==================== clic_hart_target
Figure 1. Wiring by layer (clic_hart_target).
Only two layers are drawn.
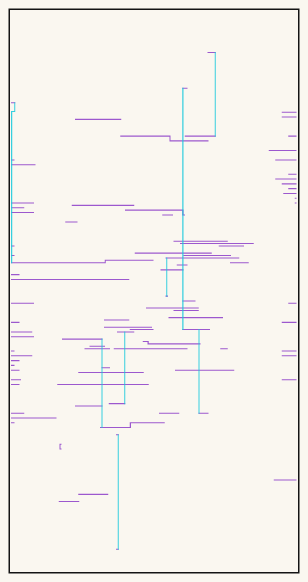

$ cat config.mk
export PLATFORM = sky130hd
export DESIGN_NAME = clic_hart_target
export DESIGN_NICKNAME = d
export VERILOG_FILES = /design/src/rtl/clic_hart_target.sv
export SDC_FILE = /design/constraint.sdc
export NUM_CORES = 1
export LEC_CHECK = 0
export CORE_AREA = 2 2 80 158
export CTS_CLUSTER_DIAMETER = 200
export DETAILED_ROUTE_END_ITERATION = 8
export DIE_AREA = 0 0 82 160
export GPL_TIMING_DRIVEN = 0
export PLACE_DENSITY = 0.84
export SLEW_MARGIN = 20
export SYNTH_ARGS = -nofsm -noshare
export SYNTH_HDL_FRONTEND = slang
export SYNTH_SLANG_ARGS = --single-unit
$ cat constraint.sdc
create_clock -name clk -period 3.4 [get_ports clk]
set_input_delay 0.68 -clock clk [delete_from_list [all_inputs] [get_ports clk]]
set_output_delay 0.68 -clock clk [all_outputs]
set_load 0.01 [all_outputs]
$ cat src/rtl/clic_hart_target.sv
// clic_hart_target: hart-side CLIC receiver with level arbitration and a nesting stack.
// Ports: clk, rst_n; irq_valid_i/irq_ready_o handshake with id/level/shv/priv;
//        mie_i, mintthresh_i gating; cur_id/level/priv_o running context;
//        busy_o, depth_o, handler_done_o, ack_count_o status; vfetch_o.
// Optional macro CLIC_TARGET_SHV_EN: shv handshakes spend 2 cycles in VFETCH.
module clic_hart_target #(
    parameter int N_SOURCE       = 256,
    parameter int SRC_W          = $clog2(N_SOURCE),
    parameter int NEST_DEPTH     = 4,
    parameter int HANDLER_CYCLES = 16
) (
    input  logic                            clk,
    input  logic                            rst_n,
    input  logic                            irq_valid_i,
    output logic                            irq_ready_o,
    input  logic [SRC_W-1:0]                irq_id_i,
    input  logic [7:0]                      irq_level_i,
    input  logic                            irq_shv_i,
    input  logic [1:0]                      irq_priv_i,
    input  logic                            mie_i,
    input  logic [7:0]                      mintthresh_i,
    output logic                            busy_o,
    output logic [SRC_W-1:0]                cur_id_o,
    output logic [7:0]                      cur_level_o,
    output logic [1:0]                      cur_priv_o,
    output logic [$clog2(NEST_DEPTH+1)-1:0] depth_o,
    output logic                            handler_done_o,
    output logic [15:0]                     ack_count_o,
    output logic                            vfetch_o
);

    localparam int DW = $clog2(NEST_DEPTH + 1);
    localparam int CW = $clog2(HANDLER_CYCLES + 1);
    localparam int PW = (NEST_DEPTH > 1) ? $clog2(NEST_DEPTH) : 1;
    localparam logic [DW-1:0] DEPTH_MAX = DW'(NEST_DEPTH);
    localparam logic [CW-1:0] CNT_FULL  = CW'(HANDLER_CYCLES);

    typedef enum logic [1:0] {
        S_IDLE,
        S_RUN,
        S_VFETCH
    } state_e;

    state_e           state_q, state_d;
    logic             ready_q, ready_d;
    logic             done_q, done_d;
    logic [SRC_W-1:0] id_q, id_d;
    logic [7:0]       lvl_q, lvl_d;
    logic [1:0]       priv_q, priv_d;
    logic [CW-1:0]    cnt_q, cnt_d;
    logic [DW-1:0]    depth_q, depth_d;
    logic [15:0]      ack_q, ack_d;

    logic [SRC_W-1:0] stk_id_q   [NEST_DEPTH];
    logic [SRC_W-1:0] stk_id_d   [NEST_DEPTH];
    logic [7:0]       stk_lvl_q  [NEST_DEPTH];
    logic [7:0]       stk_lvl_d  [NEST_DEPTH];
    logic [1:0]       stk_priv_q [NEST_DEPTH];
    logic [1:0]       stk_priv_d [NEST_DEPTH];
    logic [CW-1:0]    stk_cnt_q  [NEST_DEPTH];
    logic [CW-1:0]    stk_cnt_d  [NEST_DEPTH];

    logic [7:0]    eff_thr;
    logic          ret;
    logic          acc;
    logic          hs;
    logic [PW-1:0] push_idx;
    logic [PW-1:0] pop_idx;

`ifdef CLIC_TARGET_SHV_EN
    logic vcnt_q, vcnt_d;
`else
    logic shv_unused;
    assign shv_unused = irq_shv_i;
`endif

    always_comb begin
        eff_thr = (lvl_q > mintthresh_i) ? lvl_q : mintthresh_i;
        // Last cycle of the running handler: its count is about to hit 0.
        ret = (state_q == S_RUN) && (cnt_q == CW'(1));
        acc = irq_valid_i && mie_i
              && (irq_level_i > eff_thr)
              && (depth_q < DEPTH_MAX)
              && !ret
              && (state_q != S_VFETCH);
        // Ready was granted a cycle earlier; a return landing on the
        // ready cycle must still win, so mask the handshake as well.
        hs = irq_valid_i && ready_q && !ret
             && (depth_q < DEPTH_MAX)
             && (state_q != S_VFETCH);
        push_idx = PW'(depth_q - DW'(1));
        pop_idx  = PW'(depth_q - DW'(2));
    end

    always_comb begin
        state_d    = state_q;
        ready_d    = acc && !ready_q;
        done_d     = 1'b0;
        id_d       = id_q;
        lvl_d      = lvl_q;
        priv_d     = priv_q;
        cnt_d      = cnt_q;
        depth_d    = depth_q;
        ack_d      = ack_q;
        stk_id_d   = stk_id_q;
        stk_lvl_d  = stk_lvl_q;
        stk_priv_d = stk_priv_q;
        stk_cnt_d  = stk_cnt_q;
`ifdef CLIC_TARGET_SHV_EN
        vcnt_d     = vcnt_q;
`endif
        if (hs) begin
            if (state_q == S_RUN) begin
                // The preempted handler has also run this cycle.
                stk_id_d[push_idx]   = id_q;
                stk_lvl_d[push_idx]  = lvl_q;
                stk_priv_d[push_idx] = priv_q;
                stk_cnt_d[push_idx]  = cnt_q - CW'(1);
            end
            id_d    = irq_id_i;
            lvl_d   = irq_level_i;
            priv_d  = irq_priv_i;
            cnt_d   = CNT_FULL;
            depth_d = depth_q + DW'(1);
            ack_d   = ack_q + 16'd1;
            state_d = S_RUN;
`ifdef CLIC_TARGET_SHV_EN
            if (irq_shv_i) begin
                state_d = S_VFETCH;
                vcnt_d  = 1'b0;
            end
`endif
        end else begin
            unique case (state_q)
                S_RUN: begin
                    if (ret) begin
                        done_d  = 1'b1;
                        depth_d = depth_q - DW'(1);
                        if (depth_q == DW'(1)) begin
                            state_d = S_IDLE;
                            id_d    = '0;
                            lvl_d   = 8'd0;
                            priv_d  = 2'b11;
                            cnt_d   = '0;
                        end else begin
                            id_d   = stk_id_q[pop_idx];
                            lvl_d  = stk_lvl_q[pop_idx];
                            priv_d = stk_priv_q[pop_idx];
                            cnt_d  = stk_cnt_q[pop_idx];
                        end
                    end else begin
                        cnt_d = cnt_q - CW'(1);
                    end
                end
`ifdef CLIC_TARGET_SHV_EN
                S_VFETCH: begin
                    if (vcnt_q) begin
                        state_d = S_RUN;
                        cnt_d   = CNT_FULL;
                        vcnt_d  = 1'b0;
                    end else begin
                        vcnt_d = 1'b1;
                    end
                end
`endif
                default: ;
            endcase
        end
    end

    always_ff @(posedge clk or negedge rst_n) begin
        if (!rst_n) begin
            state_q    <= S_IDLE;
            ready_q    <= 1'b0;
            done_q     <= 1'b0;
            id_q       <= '0;
            lvl_q      <= 8'd0;
            priv_q     <= 2'b11;
            cnt_q      <= '0;
            depth_q    <= '0;
            ack_q      <= 16'd0;
            stk_id_q   <= '{default: '0};
            stk_lvl_q  <= '{default: '0};
            stk_priv_q <= '{default: '0};
            stk_cnt_q  <= '{default: '0};
`ifdef CLIC_TARGET_SHV_EN
            vcnt_q     <= 1'b0;
`endif
        end else begin
            state_q    <= state_d;
            ready_q    <= ready_d;
            done_q     <= done_d;
            id_q       <= id_d;
            lvl_q      <= lvl_d;
            priv_q     <= priv_d;
            cnt_q      <= cnt_d;
            depth_q    <= depth_d;
            ack_q      <= ack_d;
            stk_id_q   <= stk_id_d;
            stk_lvl_q  <= stk_lvl_d;
            stk_priv_q <= stk_priv_d;
            stk_cnt_q  <= stk_cnt_d;
`ifdef CLIC_TARGET_SHV_EN
            vcnt_q     <= vcnt_d;
`endif
        end
    end

    assign irq_ready_o    = ready_q;
    assign busy_o         = (state_q != S_IDLE);
    assign cur_id_o       = id_q;
    assign cur_level_o    = lvl_q;
    assign cur_priv_o     = priv_q;
    assign depth_o        = depth_q;
    assign handler_done_o = done_q;
    assign ack_count_o    = ack_q;
`ifdef CLIC_TARGET_SHV_EN
    assign vfetch_o       = (state_q == S_VFETCH);
`else
    assign vfetch_o       = 1'b0;
`endif

endmodule
==================== if_fetch
===== config.mk =====
export PLATFORM = sky130hd
export DESIGN_NAME = if_fetch
export DESIGN_NICKNAME = d
export VERILOG_FILES = /design/src/rtl/if_fetch.sv
export SDC_FILE = /design/constraint.sdc
export NUM_CORES = 1
export LEC_CHECK = 0
export CAP_MARGIN = 20
export CORE_ASPECT_RATIO = 1.5
export CORE_MARGIN = 5
export CORE_UTILIZATION = 40
export CTS_BUF_LIST = sky130_fd_sc_hd__clkbuf_8 sky130_fd_sc_hd__clkbuf_16
export CTS_CLUSTER_SIZE = 30
export DETAILED_ROUTE_END_ITERATION = 8
export GPL_TIMING_DRIVEN = 0
export PLACE_DENSITY_LB_ADDON = 0.2
export SLEW_MARGIN = 20
export SYNTH_ARGS = -nofsm -noshare
export SYNTH_HDL_FRONTEND = slang
export SYNTH_SLANG_ARGS = --single-unit

===== constraint.sdc =====
create_clock -name clk -period 1.9 [get_ports clk]
set_input_delay 0.285 -clock clk [delete_from_list [all_inputs] [get_ports clk]]
set_output_delay 0.285 -clock clk [all_outputs]
set_load 0.1 [all_outputs]

===== src/rtl/if_fetch.sv =====
// if_fetch -- instruction fetch unit for the five-stage pipeline.
//
// Owns the program counter and keeps at most one instruction-memory request
// outstanding. Each returned word is presented with its address and
// sequential successor, ready to load into the IF/ID register. A redirect
// from EX replaces the pc and flushes every buffered word. A fetch that was
// already in flight when the redirect arrived is flagged and its response
// is thrown away when it returns.
//
// Optional feature: define FETCH_SKID_EN to add a one-entry skid slot. The
// next request can then issue while IF/ID is stalled on the presented word.
// Without it, no request issues while an unconsumed word is held.
//
// Parameters
//   RESET_PC     first fetch address after reset
// Ports
//   clk          clock, all state updates on the rising edge
//   reset        synchronous, active-low
//   stall        IF/ID hold; the presented word is not consumed while high
//   redirect     taken branch/jump from EX, overrides everything else
//   redirect_pc  redirect target
//   imem_req     request valid (combinational)
//   imem_addr    request address, word aligned (combinational)
//   imem_gnt     request accepted when imem_req & imem_gnt
//   imem_rvalid  response valid
//   imem_rdata   response word
//   fetch_valid  instruction/PC_in/PC_new hold a live instruction
//   instruction  fetched word
//   PC_in        address of the fetched word
//   PC_new       PC_in + 4
module if_fetch #(
  parameter logic [31:0] RESET_PC = 32'h0000_0000
) (
  input  logic        clk,
  input  logic        reset,
  input  logic        stall,
  input  logic        redirect,
  input  logic [31:0] redirect_pc,
  output logic        imem_req,
  output logic [31:0] imem_addr,
  input  logic        imem_gnt,
  input  logic        imem_rvalid,
  input  logic [31:0] imem_rdata,
  output logic        fetch_valid,
  output logic [31:0] instruction,
  output logic [31:0] PC_in,
  output logic [31:0] PC_new
);

  typedef enum logic {REQ, WAIT} state_t;

  state_t      state;
  state_t      state_next;
  logic [31:0] pc;
  logic [31:0] fetch_addr;
  logic        discard;

  logic        consume;
  logic        space;
  logic        grant;
  logic        resp;
  logic        resp_keep;

`ifdef FETCH_SKID_EN
  logic        skid_valid;
  logic [31:0] skid_instr;
  logic [31:0] skid_pc;
`endif

  always_comb begin
    consume = fetch_valid & ~stall;
`ifdef FETCH_SKID_EN
    // Room exists unless both slots stay occupied through this edge.
    space = ~(fetch_valid & skid_valid & ~consume);
`else
    space = ~fetch_valid | consume;
`endif
    imem_req   = reset & (state == REQ) & space;
    imem_addr  = pc;
    grant      = imem_req & imem_gnt;
    resp       = (state == WAIT) & imem_rvalid;
    resp_keep  = resp & ~discard;

    state_next = state;
    if (redirect) begin
      // Stay in WAIT only while a request is still outstanding after this edge.
      state_next = (((state == WAIT) & ~imem_rvalid) | grant) ? WAIT : REQ;
    end else if (grant) begin
      state_next = WAIT;
    end else if (resp) begin
      state_next = REQ;
    end
  end

  always_ff @(posedge clk) begin
    if (!reset) begin
      state       <= REQ;
      pc          <= RESET_PC;
      fetch_addr  <= '0;
      discard     <= 1'b0;
      fetch_valid <= 1'b0;
      instruction <= '0;
      PC_in       <= '0;
      PC_new      <= '0;
`ifdef FETCH_SKID_EN
      skid_valid  <= 1'b0;
      skid_instr  <= '0;
      skid_pc     <= '0;
`endif
    end else begin
      state <= state_next;
      if (grant) begin
        fetch_addr <= pc;
      end

      if (redirect) begin
        pc          <= redirect_pc;
        discard     <= ((state == WAIT) & ~imem_rvalid) | grant;
        fetch_valid <= 1'b0;
`ifdef FETCH_SKID_EN
        skid_valid  <= 1'b0;
`endif
      end else begin
        if (grant) begin
          pc <= pc + 32'd4;
        end
        if (resp) begin
          discard <= 1'b0;
        end

`ifdef FETCH_SKID_EN
        if (consume && skid_valid) begin
          // Skid advances into the output; a response landing now refills the skid.
          fetch_valid <= 1'b1;
          instruction <= skid_instr;
          PC_in       <= skid_pc;
          PC_new      <= skid_pc + 32'd4;
          skid_valid  <= resp_keep;
          if (resp_keep) begin
            skid_instr <= imem_rdata;
            skid_pc    <= fetch_addr;
          end
        end else if (resp_keep && (!fetch_valid || consume)) begin
          fetch_valid <= 1'b1;
          instruction <= imem_rdata;
          PC_in       <= fetch_addr;
          PC_new      <= fetch_addr + 32'd4;
        end else if (resp_keep) begin
          skid_valid <= 1'b1;
          skid_instr <= imem_rdata;
          skid_pc    <= fetch_addr;
        end else if (consume) begin
          fetch_valid <= 1'b0;
        end
`else
        if (resp_keep) begin
          fetch_valid <= 1'b1;
          instruction <= imem_rdata;
          PC_in       <= fetch_addr;
          PC_new      <= fetch_addr + 32'd4;
        end else if (consume) begin
          fetch_valid <= 1'b0;
        end
`endif
      end
    end
  end

endmodule


==================== seg7_bcd_scan_flat
<file path="src/rtl/seg7_bcd_scan_if.sv">
// Load/result bus between the calculator datapath and the
// 7-segment scan driver.
interface seg7_bcd_scan_if #(
    parameter int DIGITS = 4,
    parameter int DATA_W = 14
);
    logic              load;
    logic [DATA_W-1:0] data;
    logic              busy;
    logic              done;
    logic              ovf;
    logic [7:0]        seg;
    logic [DIGITS-1:0] an;

    modport master (
        output load, data,
        input  busy, done, ovf, seg, an
    );

    modport slave (
        input  load, data,
        output busy, done, ovf, seg, an
    );
endinterface

</file>
<file path="src/rtl/seg7_bcd_scan.sv">
// Binary-to-BCD (double-dabble) converter with multiplexed 7-seg scan.
// Optional: define LEAD_ZERO_BLANK_EN to blank leading zero digits.
module seg7_bcd_scan #(
    parameter int DIGITS   = 4,
    parameter int DATA_W   = 14,
    parameter int SCAN_DIV = 50000
) (
    input  logic clk,
    input  logic rst,
    seg7_bcd_scan_if.slave bus
);
    localparam int BW = 4 * DIGITS;
    localparam int IW = $clog2(DATA_W + 1);
    localparam int PW = $clog2(SCAN_DIV);
    localparam int XW = (DIGITS > 1) ? $clog2(DIGITS) : 1;

    typedef enum logic [1:0] {
        IDLE,
        CONV,
        COMMIT
    } state_t;

    state_t            state;
    state_t            state_nxt;

    logic [DATA_W-1:0] shreg;
    logic [BW-1:0]     bcd;
    logic [BW-1:0]     bcd_adj;
    logic [BW-1:0]     disp;
    logic              ovf_acc;
    logic              ovf_q;
    logic              done_q;
    logic [IW-1:0]     iter;

    logic [PW-1:0]     pre;
    logic              wrap;
    logic [XW-1:0]     idx;
    logic [XW-1:0]     idx_nxt;
    logic [3:0]        nib;
    logic              blank;
    logic [7:0]        seg_q;
    logic [7:0]        seg_nxt;
    logic [DIGITS-1:0] an_q;
    logic [DIGITS-1:0] an_nxt;

    function automatic logic [7:0] seg_lut(input logic [3:0] n);
        logic [7:0] s;
        case (n)
            4'd0:    s = 8'hFC;
            4'd1:    s = 8'h60;
            4'd2:    s = 8'hDA;
            4'd3:    s = 8'hF2;
            4'd4:    s = 8'h66;
            4'd5:    s = 8'hB6;
            4'd6:    s = 8'hBE;
            4'd7:    s = 8'hE0;
            4'd8:    s = 8'hFE;
            4'd9:    s = 8'hF6;
            default: s = 8'h00;
        endcase
        return s;
    endfunction

    // Converter state register
    always_ff @(posedge clk) begin
        if (!rst) state <= IDLE;
        else      state <= state_nxt;
    end

    // Converter next-state: IDLE -> CONV (DATA_W steps) -> COMMIT
    always_comb begin
        state_nxt = state;
        case (state)
            IDLE:    if (bus.load) state_nxt = CONV;
            CONV:    if (iter == IW'(DATA_W - 1)) state_nxt = COMMIT;
            COMMIT:  state_nxt = IDLE;
            default: state_nxt = IDLE;
        endcase
    end

    // Add-3 correction on every nibble that would overflow on shift
    always_comb begin
        bcd_adj = bcd;
        for (int i = 0; i < DIGITS; i++) begin
            if (bcd[4*i +: 4] >= 4'd5)
                bcd_adj[4*i +: 4] = bcd[4*i +: 4] + 4'd3;
        end
    end

    // Shift engine; a 1 leaving the top nibble means value >= 10^DIGITS
    always_ff @(posedge clk) begin
        if (!rst) begin
            shreg   <= '0;
            bcd     <= '0;
            ovf_acc <= 1'b0;
            iter    <= '0;
        end else begin
            case (state)
                IDLE: begin
                    if (bus.load) begin
                        shreg   <= bus.data;
                        bcd     <= '0;
                        ovf_acc <= 1'b0;
                        iter    <= '0;
                    end
                end
                CONV: begin
                    bcd     <= {bcd_adj[BW-2:0], shreg[DATA_W-1]};
                    shreg   <= shreg << 1;
                    ovf_acc <= ovf_acc | bcd_adj[BW-1];
                    iter    <= iter + IW'(1);
                end
                default: ;
            endcase
        end
    end

    // Commit result to the display register and pulse done
    always_ff @(posedge clk) begin
        if (!rst) begin
            disp   <= '0;
            ovf_q  <= 1'b0;
            done_q <= 1'b0;
        end else begin
            done_q <= (state == COMMIT);
            if (state == COMMIT) begin
                disp  <= bcd;
                ovf_q <= ovf_acc;
            end
        end
    end

    // Scan prescaler, wraps every SCAN_DIV cycles
    always_ff @(posedge clk) begin
        if (!rst)      pre <= '0;
        else if (wrap) pre <= '0;
        else           pre <= pre + PW'(1);
    end

    assign wrap    = (pre == PW'(SCAN_DIV - 1));
    assign idx_nxt = (idx == XW'(DIGITS - 1)) ? '0 : idx + XW'(1);

    // Select the nibble and blanking for the digit about to be shown
    always_comb begin
        logic z;
        nib   = 4'd0;
        blank = 1'b0;
        z     = 1'b1;
        for (int i = DIGITS - 1; i >= 0; i--) begin
            z = z & (disp[4*i +: 4] == 4'd0);
            if (idx_nxt == XW'(i)) begin
                nib = disp[4*i +: 4];
`ifdef LEAD_ZERO_BLANK_EN
                blank = z && (i > 0);
`else
                blank = 1'b0;
`endif
            end
        end
    end

    // Segment code: dashes on overflow, else blank or numeral
    always_comb begin
        seg_nxt = seg_lut(nib);
        if (ovf_q)      seg_nxt = 8'h02;
        else if (blank) seg_nxt = 8'h00;
        an_nxt = DIGITS'(1) << idx_nxt;
    end

    // Register digit enable and segments together on each wrap
    always_ff @(posedge clk) begin
        if (!rst) begin
            idx   <= XW'(DIGITS - 1);
            an_q  <= '0;
            seg_q <= 8'h00;
        end else if (wrap) begin
            idx   <= idx_nxt;
            an_q  <= an_nxt;
            seg_q <= seg_nxt;
        end
    end

    assign bus.busy = (state != IDLE);
    assign bus.done = done_q;
    assign bus.ovf  = ovf_q;
    assign bus.seg  = seg_q;
    assign bus.an   = an_q;
endmodule

</file>
<file path="src/flat_wrapper.sv">
// flat-port wrapper written by rule: the top's interface ports become plain ports
module seg7_bcd_scan_flat 
#(
    parameter int DIGITS   = 4,
    parameter int DATA_W   = 14,
    parameter int SCAN_DIV = 50000
)
  (clk, rst, bus_load, bus_data, bus_busy, bus_done, bus_ovf, bus_seg, bus_an);
  seg7_bcd_scan_if #(.DIGITS(DIGITS), .DATA_W(DATA_W)) bus_i ();
  input  logic clk;
  input  logic rst;
  input wire logic [$bits(bus_i.load)-1:0] bus_load;
  input wire logic [$bits(bus_i.data)-1:0] bus_data;
  output wire logic [$bits(bus_i.busy)-1:0] bus_busy;
  output wire logic [$bits(bus_i.done)-1:0] bus_done;
  output wire logic [$bits(bus_i.ovf)-1:0] bus_ovf;
  output wire logic [$bits(bus_i.seg)-1:0] bus_seg;
  output wire logic [$bits(bus_i.an)-1:0] bus_an;
  assign bus_i.load = bus_load;
  assign bus_i.data = bus_data;
  assign bus_busy = bus_i.busy;
  assign bus_done = bus_i.done;
  assign bus_ovf = bus_i.ovf;
  assign bus_seg = bus_i.seg;
  assign bus_an = bus_i.an;
  seg7_bcd_scan #(.DIGITS(DIGITS), .DATA_W(DATA_W), .SCAN_DIV(SCAN_DIV)) u_core (.clk(clk), .rst(rst), .bus(bus_i));
endmodule
</file>
<file path="config.mk">
export PLATFORM = sky130hd
export DESIGN_NAME = seg7_bcd_scan_flat
export DESIGN_NICKNAME = d
export VERILOG_FILES = /design/src/rtl/seg7_bcd_scan_if.sv /design/src/rtl/seg7_bcd_scan.sv /design/src/flat_wrapper.sv
export SDC_FILE = /design/constraint.sdc
export NUM_CORES = 1
export LEC_CHECK = 0
export ABC_AREA = 0
export CORE_MARGIN = 1.5
export CORE_UTILIZATION = 35
export CTS_CLUSTER_DIAMETER = 40
export DETAILED_ROUTE_END_ITERATION = 8
export GPL_ROUTABILITY_DRIVEN = 0
export PLACE_DENSITY_LB_ADDON = 0.15
export SLEW_MARGIN = 20
export SYNTH_ARGS = -nofsm -noshare
export SYNTH_HDL_FRONTEND = slang
export SYNTH_SLANG_ARGS = --single-unit
</file>
<file path="constraint.sdc">
create_clock -name clk -period 2.7 [get_ports clk]
set_input_delay 0.27 -clock clk [delete_from_list [all_inputs] [get_ports clk]]
set_output_delay 0.27 -clock clk [all_outputs]
set_load 0.1 [all_outputs]
</file>
==================== vector_packer
File: config.mk
export PLATFORM = sky130hd
export DESIGN_NAME = vector_packer
export DESIGN_NICKNAME = d
export VERILOG_FILES = /design/src/rtl/vector_packer_pkg.sv /design/src/rtl/vector_packer.sv
export SDC_FILE = /design/constraint.sdc
export NUM_CORES = 1
export LEC_CHECK = 0
export CAP_MARGIN = 30
export CORE_AREA = 5 5 63 48
export CTS_CLUSTER_DIAMETER = 120
export DETAILED_ROUTE_END_ITERATION = 16
export DIE_AREA = 0 0 68 53
export HOLD_SLACK_MARGIN = 0.06
export PLACE_DENSITY = 0.74
export SETUP_SLACK_MARGIN = 0.1
export SYNTH_ARGS = -nofsm -noshare
export SYNTH_HDL_FRONTEND = slang
export SYNTH_SLANG_ARGS = --single-unit
export TNS_END_PERCENT = 1
File: constraint.sdc
create_clock -name clk -period 3.4 [get_ports clk]
set_input_delay 0.34 -clock clk [delete_from_list [all_inputs] [get_ports clk]]
set_output_delay 0.34 -clock clk [all_outputs]
set_load 0.03 [all_outputs]
File: src/rtl/vector_packer_pkg.sv
// ============================================================================
// Module   : vector_packer_pkg
// Purpose  : State encoding and sizing helper shared by the vector packer.
// Revision : 1.0 - initial release
// ============================================================================
`default_nettype none

package vector_packer_pkg;

    typedef enum logic [0:0] {
        FILL = 1'b0,
        HOLD = 1'b1
    } state_t;

    // Width needed to represent a count from 0 to num_fields inclusive.
    function automatic int count_width(input int num_fields);
        return $clog2(num_fields + 1);
    endfunction

endpackage

`default_nettype wire

File: src/rtl/vector_packer.sv
// ============================================================================
// Module   : vector_packer
// Purpose  : Collects NUM_FIELDS narrow fields into one wide vector and holds
//            it until the consumer takes it. Define VECTOR_PACKER_PAD_EN to
//            add in_last for zero-padded short vectors.
// Revision : 1.0 - initial release
// ============================================================================
`default_nettype none

module vector_packer
    import vector_packer_pkg::*;
#(
    parameter int FIELD_W    = 4,
    parameter int NUM_FIELDS = 4
) (
    input  logic                                   clk,
    input  logic                                   resetN,
    input  logic                                   flush,
    input  logic                                   in_valid,
    input  logic [FIELD_W-1:0]                     in_data,
    output logic                                   in_ready,
`ifdef VECTOR_PACKER_PAD_EN
    input  logic                                   in_last,
`endif
    output logic                                   out_valid,
    input  logic                                   out_ready,
    output logic [FIELD_W*NUM_FIELDS-1:0]          out_vec,
    output logic [count_width(NUM_FIELDS)-1:0]     fill_count
);

    localparam int            CW       = count_width(NUM_FIELDS);
    localparam int            VW       = FIELD_W * NUM_FIELDS;
    localparam logic [CW-1:0] LAST_IDX = CW'(NUM_FIELDS - 1);

    state_t        state, state_n;
    logic [CW-1:0] count, count_n;
    logic [VW-1:0] vec,   vec_n;
    logic          accept;
    logic          last_field;

    always_comb begin
        in_ready = (state == FILL) && !flush;
        accept   = in_valid && in_ready;
`ifdef VECTOR_PACKER_PAD_EN
        last_field = (count == LAST_IDX) || in_last;
`else
        last_field = (count == LAST_IDX);
`endif
        state_n = state;
        count_n = count;
        vec_n   = vec;
        case (state)
            FILL: begin
                if (flush) begin
                    count_n = '0;
                    vec_n   = '0;
                end else if (accept) begin
                    vec_n[count*FIELD_W +: FIELD_W] = in_data;
                    count_n = count + 1'b1;
                    if (last_field) begin
                        state_n = HOLD;
                    end
                end
            end
            HOLD: begin
                // Flush and handshake both release the vector the same way.
                if (flush || out_ready) begin
                    state_n = FILL;
                    count_n = '0;
                    vec_n   = '0;
                end
            end
            default: begin
                state_n = FILL;
                count_n = '0;
                vec_n   = '0;
            end
        endcase
    end

    always_ff @(posedge clk or negedge resetN) begin
        if (!resetN) begin
            state <= FILL;
            count <= '0;
            vec   <= '0;
        end else begin
            state <= state_n;
            count <= count_n;
            vec   <= vec_n;
        end
    end

    assign out_valid  = (state == HOLD);
    assign out_vec    = vec;
    assign fill_count = count;

endmodule

`default_nettype wire


==> screenshots <==
Clock wiring as the flow saved it.
picture 1
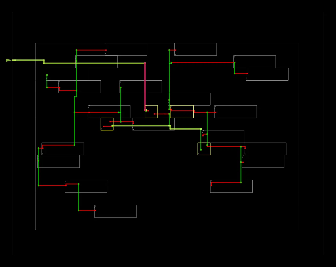
picture 2
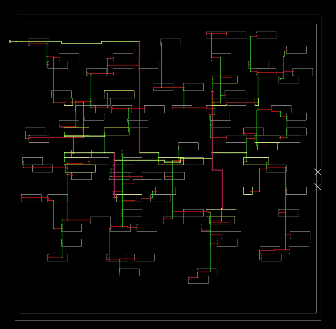
picture 3
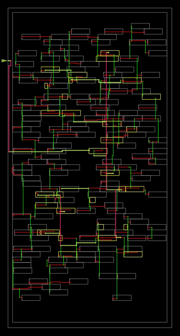
picture 4
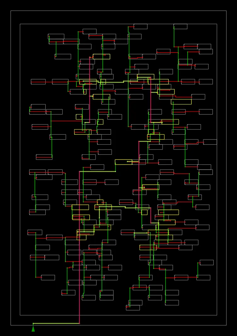
Picture 4 comes from if_fetch.
Picture 2 comes from seg7_bcd_scan_flat.
Picture 3 comes from clic_hart_target.
Picture 1 comes from vector_packer.
- fewest sequential cells: picture 1
- most sequential cells: picture 4

Figure 2. Wiring by layer (seg7_bcd_scan_flat).
Only two layers are drawn.
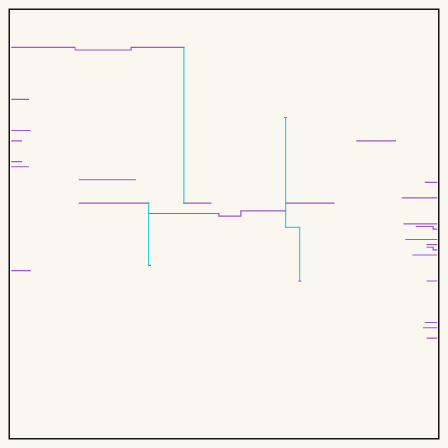
M3: marked purple, wire length 229 µm. M4: marked cyan, wire length 104 µm.

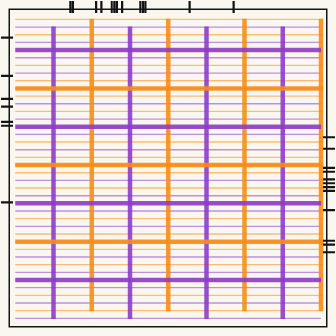
Figure 3: seg7_bcd_scan_flat, supply network.
Pins as bars on the die edge.
VDD: marked orange. VSS: marked purple.
8 straps on met4. 40 met1 rails follow the rows. 7 straps on met5. The core has 39 rows. 32 signal pins sit on the boundary.

==> impl_metrics.py, seg7_bcd_scan_flat <==
# Synthesis and PnR figures
metrics = {
    "status": {
        "status": "finished with violations",
        "violations": "DRC",
    },
    "power": {
        "comb_power_share": 0.057,
        "powerComb_mw": 0.165,
        "p_leak_nw": 1.898,
    },
    "clock_tree": {
        "clock-root-buffer": "clkbuf_16",
        "cts_buffers": 9,
    },
    "final_timing": {
        "relSlewSlack": 0.4306,
        "post-route-min-period_ns": 2.330,
        "grt_setup_unrepaired": "no",
    },
    "synth": {
        "syn_area_per_cell_um2": 8.578,
        "fp_nets": 524,
        "yosys.area.top_type": "dfxtp_1",
        "syn-cell-area_um2": 4169,
        "synthDistinctLibCells": 51,
        "synthXorXnorAreaFrac": 0.04412,
    },
    "detailed_routing": {
        "drtPass1Iterations": 6,
        "drtIter0Drc": 154,
        "ant_nets": 0,
        "met3WireLength_um": 229,
        "drcViolationCount": 4,
    },
    "grt": {
        "grt_pass1_vias": 3188,
        "antenna_found_initial": 0,
        "met2_usage": 0.2413,
    },
    "finish": {
        "final_cell_area_um2": 4886,
        "drive_gt1_frac": 0.1216,
    },
    "critical_path": {
        "crit_type": "reg2reg",
        "cp.arrival_ns": 2.59,
        "reg2regPathDepth": 10,
        "max_stage_delay_ns": 0.43,
        "r2r_setup_slack_ns": 0.37,
    },
    "placement": {
        "placed_area_um2": 4536,
    },
    "floorplanning": {
        "core_um2": 11520,
    },
    "hold_path": {
        "min_path_cells": 2,
    },
}
-- seg7_bcd_scan_flat: per-stage QoR --
stage / setup WS [ns] / hold WS, ns / power, mW / instances / util
2_1_floorplan: 0.6800 / 0.4179 / 1.426 / 486 / -
3_3_place_gp: 0.5282 / 0.4249 / 1.477 / 637 / 0.3939
3_5_place_dp: 0.4489 / 0.4391 / 1.479 / 637 / 0.3939
4_1_cts: 0.3629 / 0.4075 / 2.922 / 653 / 0.4243
5_1_grt: 0.1822 / 0.4460 / 2.988 / 653 / 0.4243
6_report: 0.3704 / 0.3834 / 2.879 / 653 / 0.4243
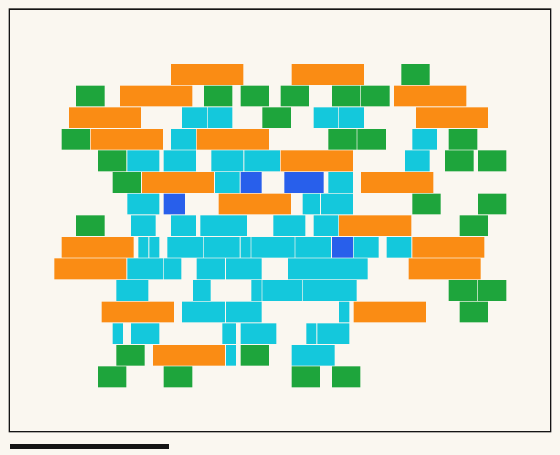
Figure 4: vector_packer, cell classes on the final placement.
Bar = 20 µm.
registers: marked orange, cells 20. clock drivers and dummy loads: marked blue, cells 4. remaining buffers and delay cells: marked green, cells 29. remaining logic cells: marked cyan, cells 51.

==> impl_metrics.py, vector_packer <==
# Synthesis and PnR figures
metrics = {
    "status": {
        "status": "complete, no violations",
    },
    "critical_path": {
        "cp_top_family": "buffers and inverters",
        "cp.required_ns": 3.06,
        "cp_common_cell": "clkdlybuf4s50_1",
        "worstPathMaxFanout": 7,
        "cp-start-kind": "input port",
    },
    "detailed_routing": {
        "wl_met2_mm": 1.022,
        "drcViolationCount": 0,
    },
    "synth": {
        "synthXorXnorAreaFrac": 0,
    },
    "finish": {
        "antenna_cells": 0,
        "clkbuf_count": 4,
        "final_util": 0.5872,
    },
    "power": {
        "powerClk_mw": 0.137,
        "peakVddDrop_uv": 234.2,
    },
    "grt": {
        "grt-ovfl-total": 0,
        "grt_pass1_vias": 807,
    },
}
[vector_packer: worst paths after layout]
path | start | to | slack (ns) | depth (start not counted)
min in group asynchronous | resetN | out_vec[5] | 0.54 | 1
setup reg to reg | fill_count[0] | out_vec[1] | 1.33 | 6
hold reg to reg | out_vec[2] | out_vec[2] | 0.51 | 1
setup / recovery | flush | in_ready | 1.17 | 3
max in group asynchronous | resetN | out_vec[14] | 2.31 | 1
hold / removal | out_vec[2] | out_vec[2] | 0.51 | 1
[vector_packer: state kept, by name, summed over array words and instances (netlist names)]
name,cells
fill_count,3
out_valid,1
out_vec,16
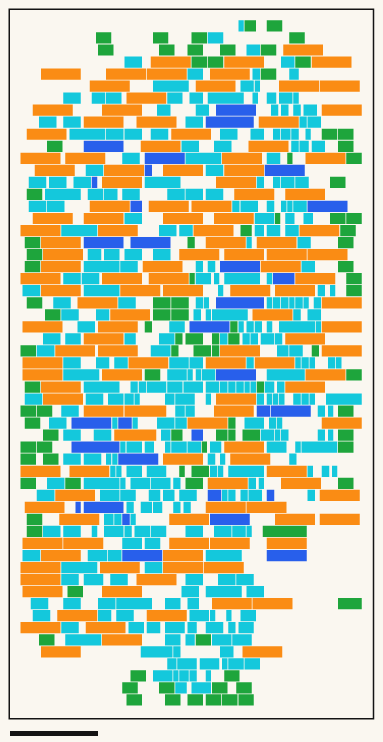
Figure 5: clic_hart_target, cell classes on the final placement.
Bar = 20 µm.
clock drivers and dummy loads: marked blue, cells 31. remaining logic cells: marked cyan, cells 338. remaining buffers and delay cells: marked green, cells 100. registers: marked orange, cells 137.
Site Rows: 57
Seq area share: 0.4207

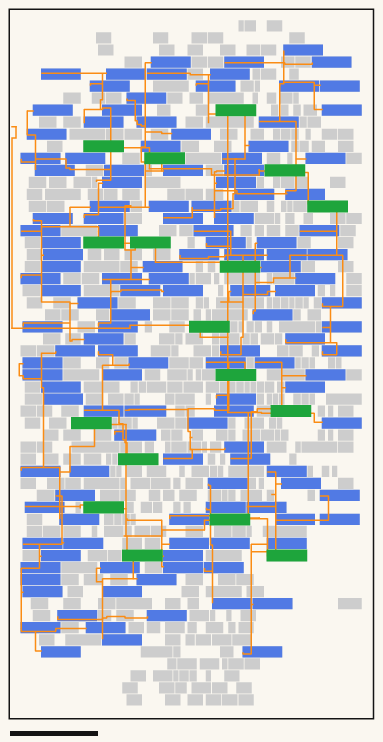
Figure 6: clic_hart_target, routed clock nets over the placement.
Bar = 20 µm.
clock-net drivers: marked green, count 17. clock wires: marked orange, length 1730 µm. flip-flops: marked blue, count 137.
Position of the flops: widely spread.

About Figure 1:
M3: marked purple, wire length 683 µm. M4: marked cyan, wire length 252 µm.

==> impl_metrics.py, clic_hart_target <==
# Synthesis and PnR figures
metrics = {
    "status": {
        "status": "complete, no violations",
    },
    "critical_path": {
        "cp-start-kind": "input port",
        "crit_path_cell_trace": "clkdlybuf4s50_1 > inv_1 > ha_1 > a21oi_1 > o21ai_0 > o22ai_4 > mux2i_1 > ha_1 > nor2b_1 > o211ai_1 > a21oi_1 > a211oi_1 > nor3_1",
        "cp.arrival_ns": 3.47,
        "cp.required_ns": 3.70,
    },
    "placement": {
        "placed_area_um2": 7555,
    },
    "synth": {
        "topCombFamilyByArea": "multiplexers",
        "syn_area_per_cell_um2": 13.16,
        "synth_top_area_share": 0.5082,
    },
    "run": {
        "warnings": 33,
    },
    "finish": {
        "buffers": 100,
        "clkCellAreaFrac": 0.07272,
        "drive_gt1_frac": 0.2459,
        "area_delta_synth_final_pct": 22.68,
        "logic_area_um2": 2959,
    },
    "grt": {
        "grt-ovfl-total": 0,
        "grt_pass1_wl_mm": 24.46,
    },
    "detailed_routing": {
        "ant_nets": 0,
    },
    "clock_tree": {
        "clock-root-buffer": "clkbuf_16",
        "clock_latency_ns": 0.42,
    },
    "final_timing": {
        "relSlewSlack": 0.5017,
        "setup_viol": 0,
        "fin_skew_ns": 0.008019,
    },
    "power": {
        "p_sw_mw": 2.070,
    },
    "floorplanning": {
        "fp_util": 0.5548,
    },
}
## clic_hart_target: worst paths after layout
kind	endpoint	from	slack (ns)	cells after the start
worst min-delay path	stk_lvl_q[11]	rst_n	0.19	1
worst min register to register	stk_cnt_q[8]	stk_cnt_q[8]	0.48	2
min in group clk	stk_cnt_q[8]	stk_cnt_q[8]	0.48	2
max in group asynchronous	cur_priv_o[1]	rst_n	2.47	2
worst max register to register	irq_ready_o	cur_level_o[7]	0.53	11
worst max-delay path	irq_ready_o	mintthresh_i[7]	0.23	13
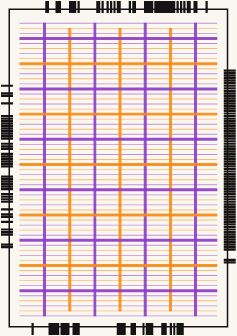
Figure 7: if_fetch, supply network.
Pins as bars on the die edge.
VDD: marked orange. VSS: marked purple.
200 signal pins sit on the boundary. 59 met1 rails follow the rows. 7 straps on met4. The core has 58 rows. 11 straps on met5.
Die Y: 170.4 µm
CORE AREA: 16840 µm²
Peak VDD IR: 511.6 µV
Die W: 116.9 µm

==> impl_metrics.py, if_fetch <==
# Synthesis and PnR figures
metrics = {
    "status": {
        "status": "complete, no violations",
    },
    "clock_tree": {
        "cts_buffers": 17,
        "htreeDepth": 4,
    },
    "grt": {
        "gr-usage-all-layers": 0.2027,
        "use_met1": 0.2381,
    },
    "power": {
        "p_leak_nw": 3.604,
        "p_clk_frac": 0.437,
        "sequentialPower_mw": 3.60,
    },
    "critical_path": {
        "reg2regPathDepth": 6,
        "cp.arrival_ns": 1.58,
        "crit_buf_inv": 1,
        "cp.required_ns": 1.62,
        "crit_path_cell_trace": "clkdlybuf4s15_1",
    },
    "hold_path": {
        "hp-start": "reset",
    },
    "finish": {
        "clkbuf_count": 19,
        "comb-cell-share": 0.3498,
        "final_util": 0.5804,
        "layout.nonclk_buf_frac": 0.2172,
    },
    "placement": {
        "place.gp.congestion": 0.8192,
    },
    "final_timing": {
        "relSlewSlack": 0.3602,
        "setup_slack_ns": 0.03013,
    },
    "detailed_routing": {
        "ant_nets": 0,
        "routedWlPerCell_um": 16.21,
    },
    "synth": {
        "fp_nets": 895,
    },
}
==> if_fetch: cells in the mapped netlist (3+ instances only) <==
library cell and instances:
a21boi_0 79, a21oi_1 59, a31oi_1 6, and2_1 3
and3_1 10, buf_1 4, buf_2 5, clkbuf_1 47
dfxtp_1 161, inv_1 5, mux2i_1 3, nand2_1 223
nand3_1 20, nand4_1 30, nor2_1 9, nor2b_1 4
nor3_2 3, o211a_1 10, o21ai_0 57, o21ba_2 3
or3_1 9, xnor2_1 13, xor2_1 35
==> if_fetch: repair_timing <==
action	in CTS	in global routing
endpoints found under the setup margin	225	148
setup buffers	3	2
pin swaps	3	1
resized	314	88


==> layout pictures side by side <==
Routed clock nets over the placement.
Bar = 20 µm.
Plate I
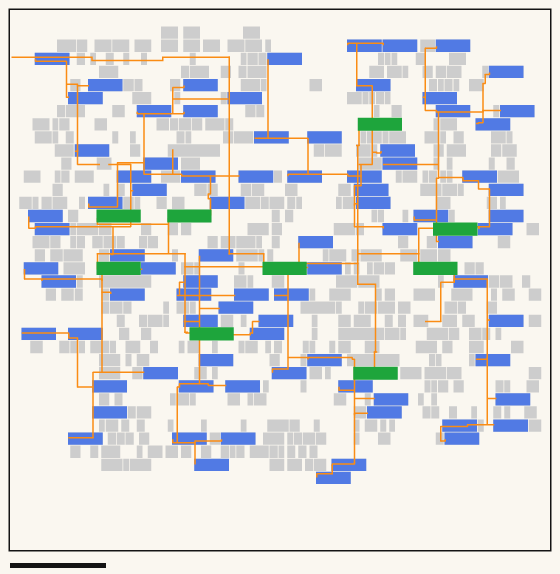
Plate II
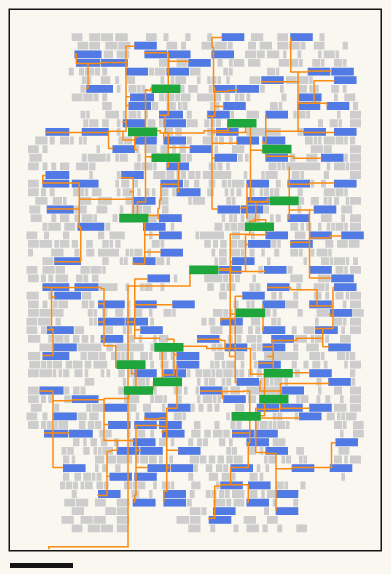
Plate III
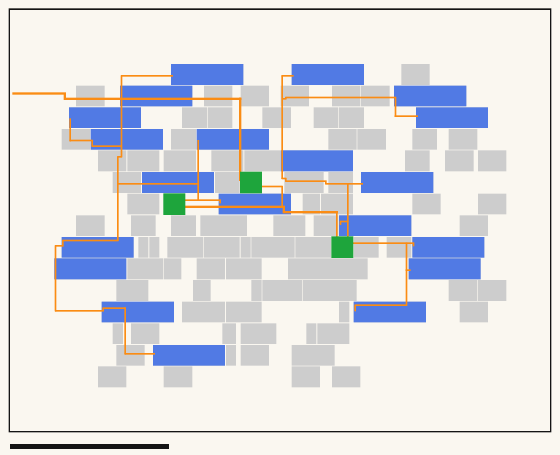
if_fetch is Plate II.
vector_packer is Plate III.
seg7_bcd_scan_flat is Plate I.

Key to Plate III:
clock-net drivers: marked green, count 3. clock wires: marked orange, length 246 µm. flip-flops: marked blue, count 20.
There are 4 routed clock nets.

Power figures rest on the tool's default switching activity, not on a simulated workload.
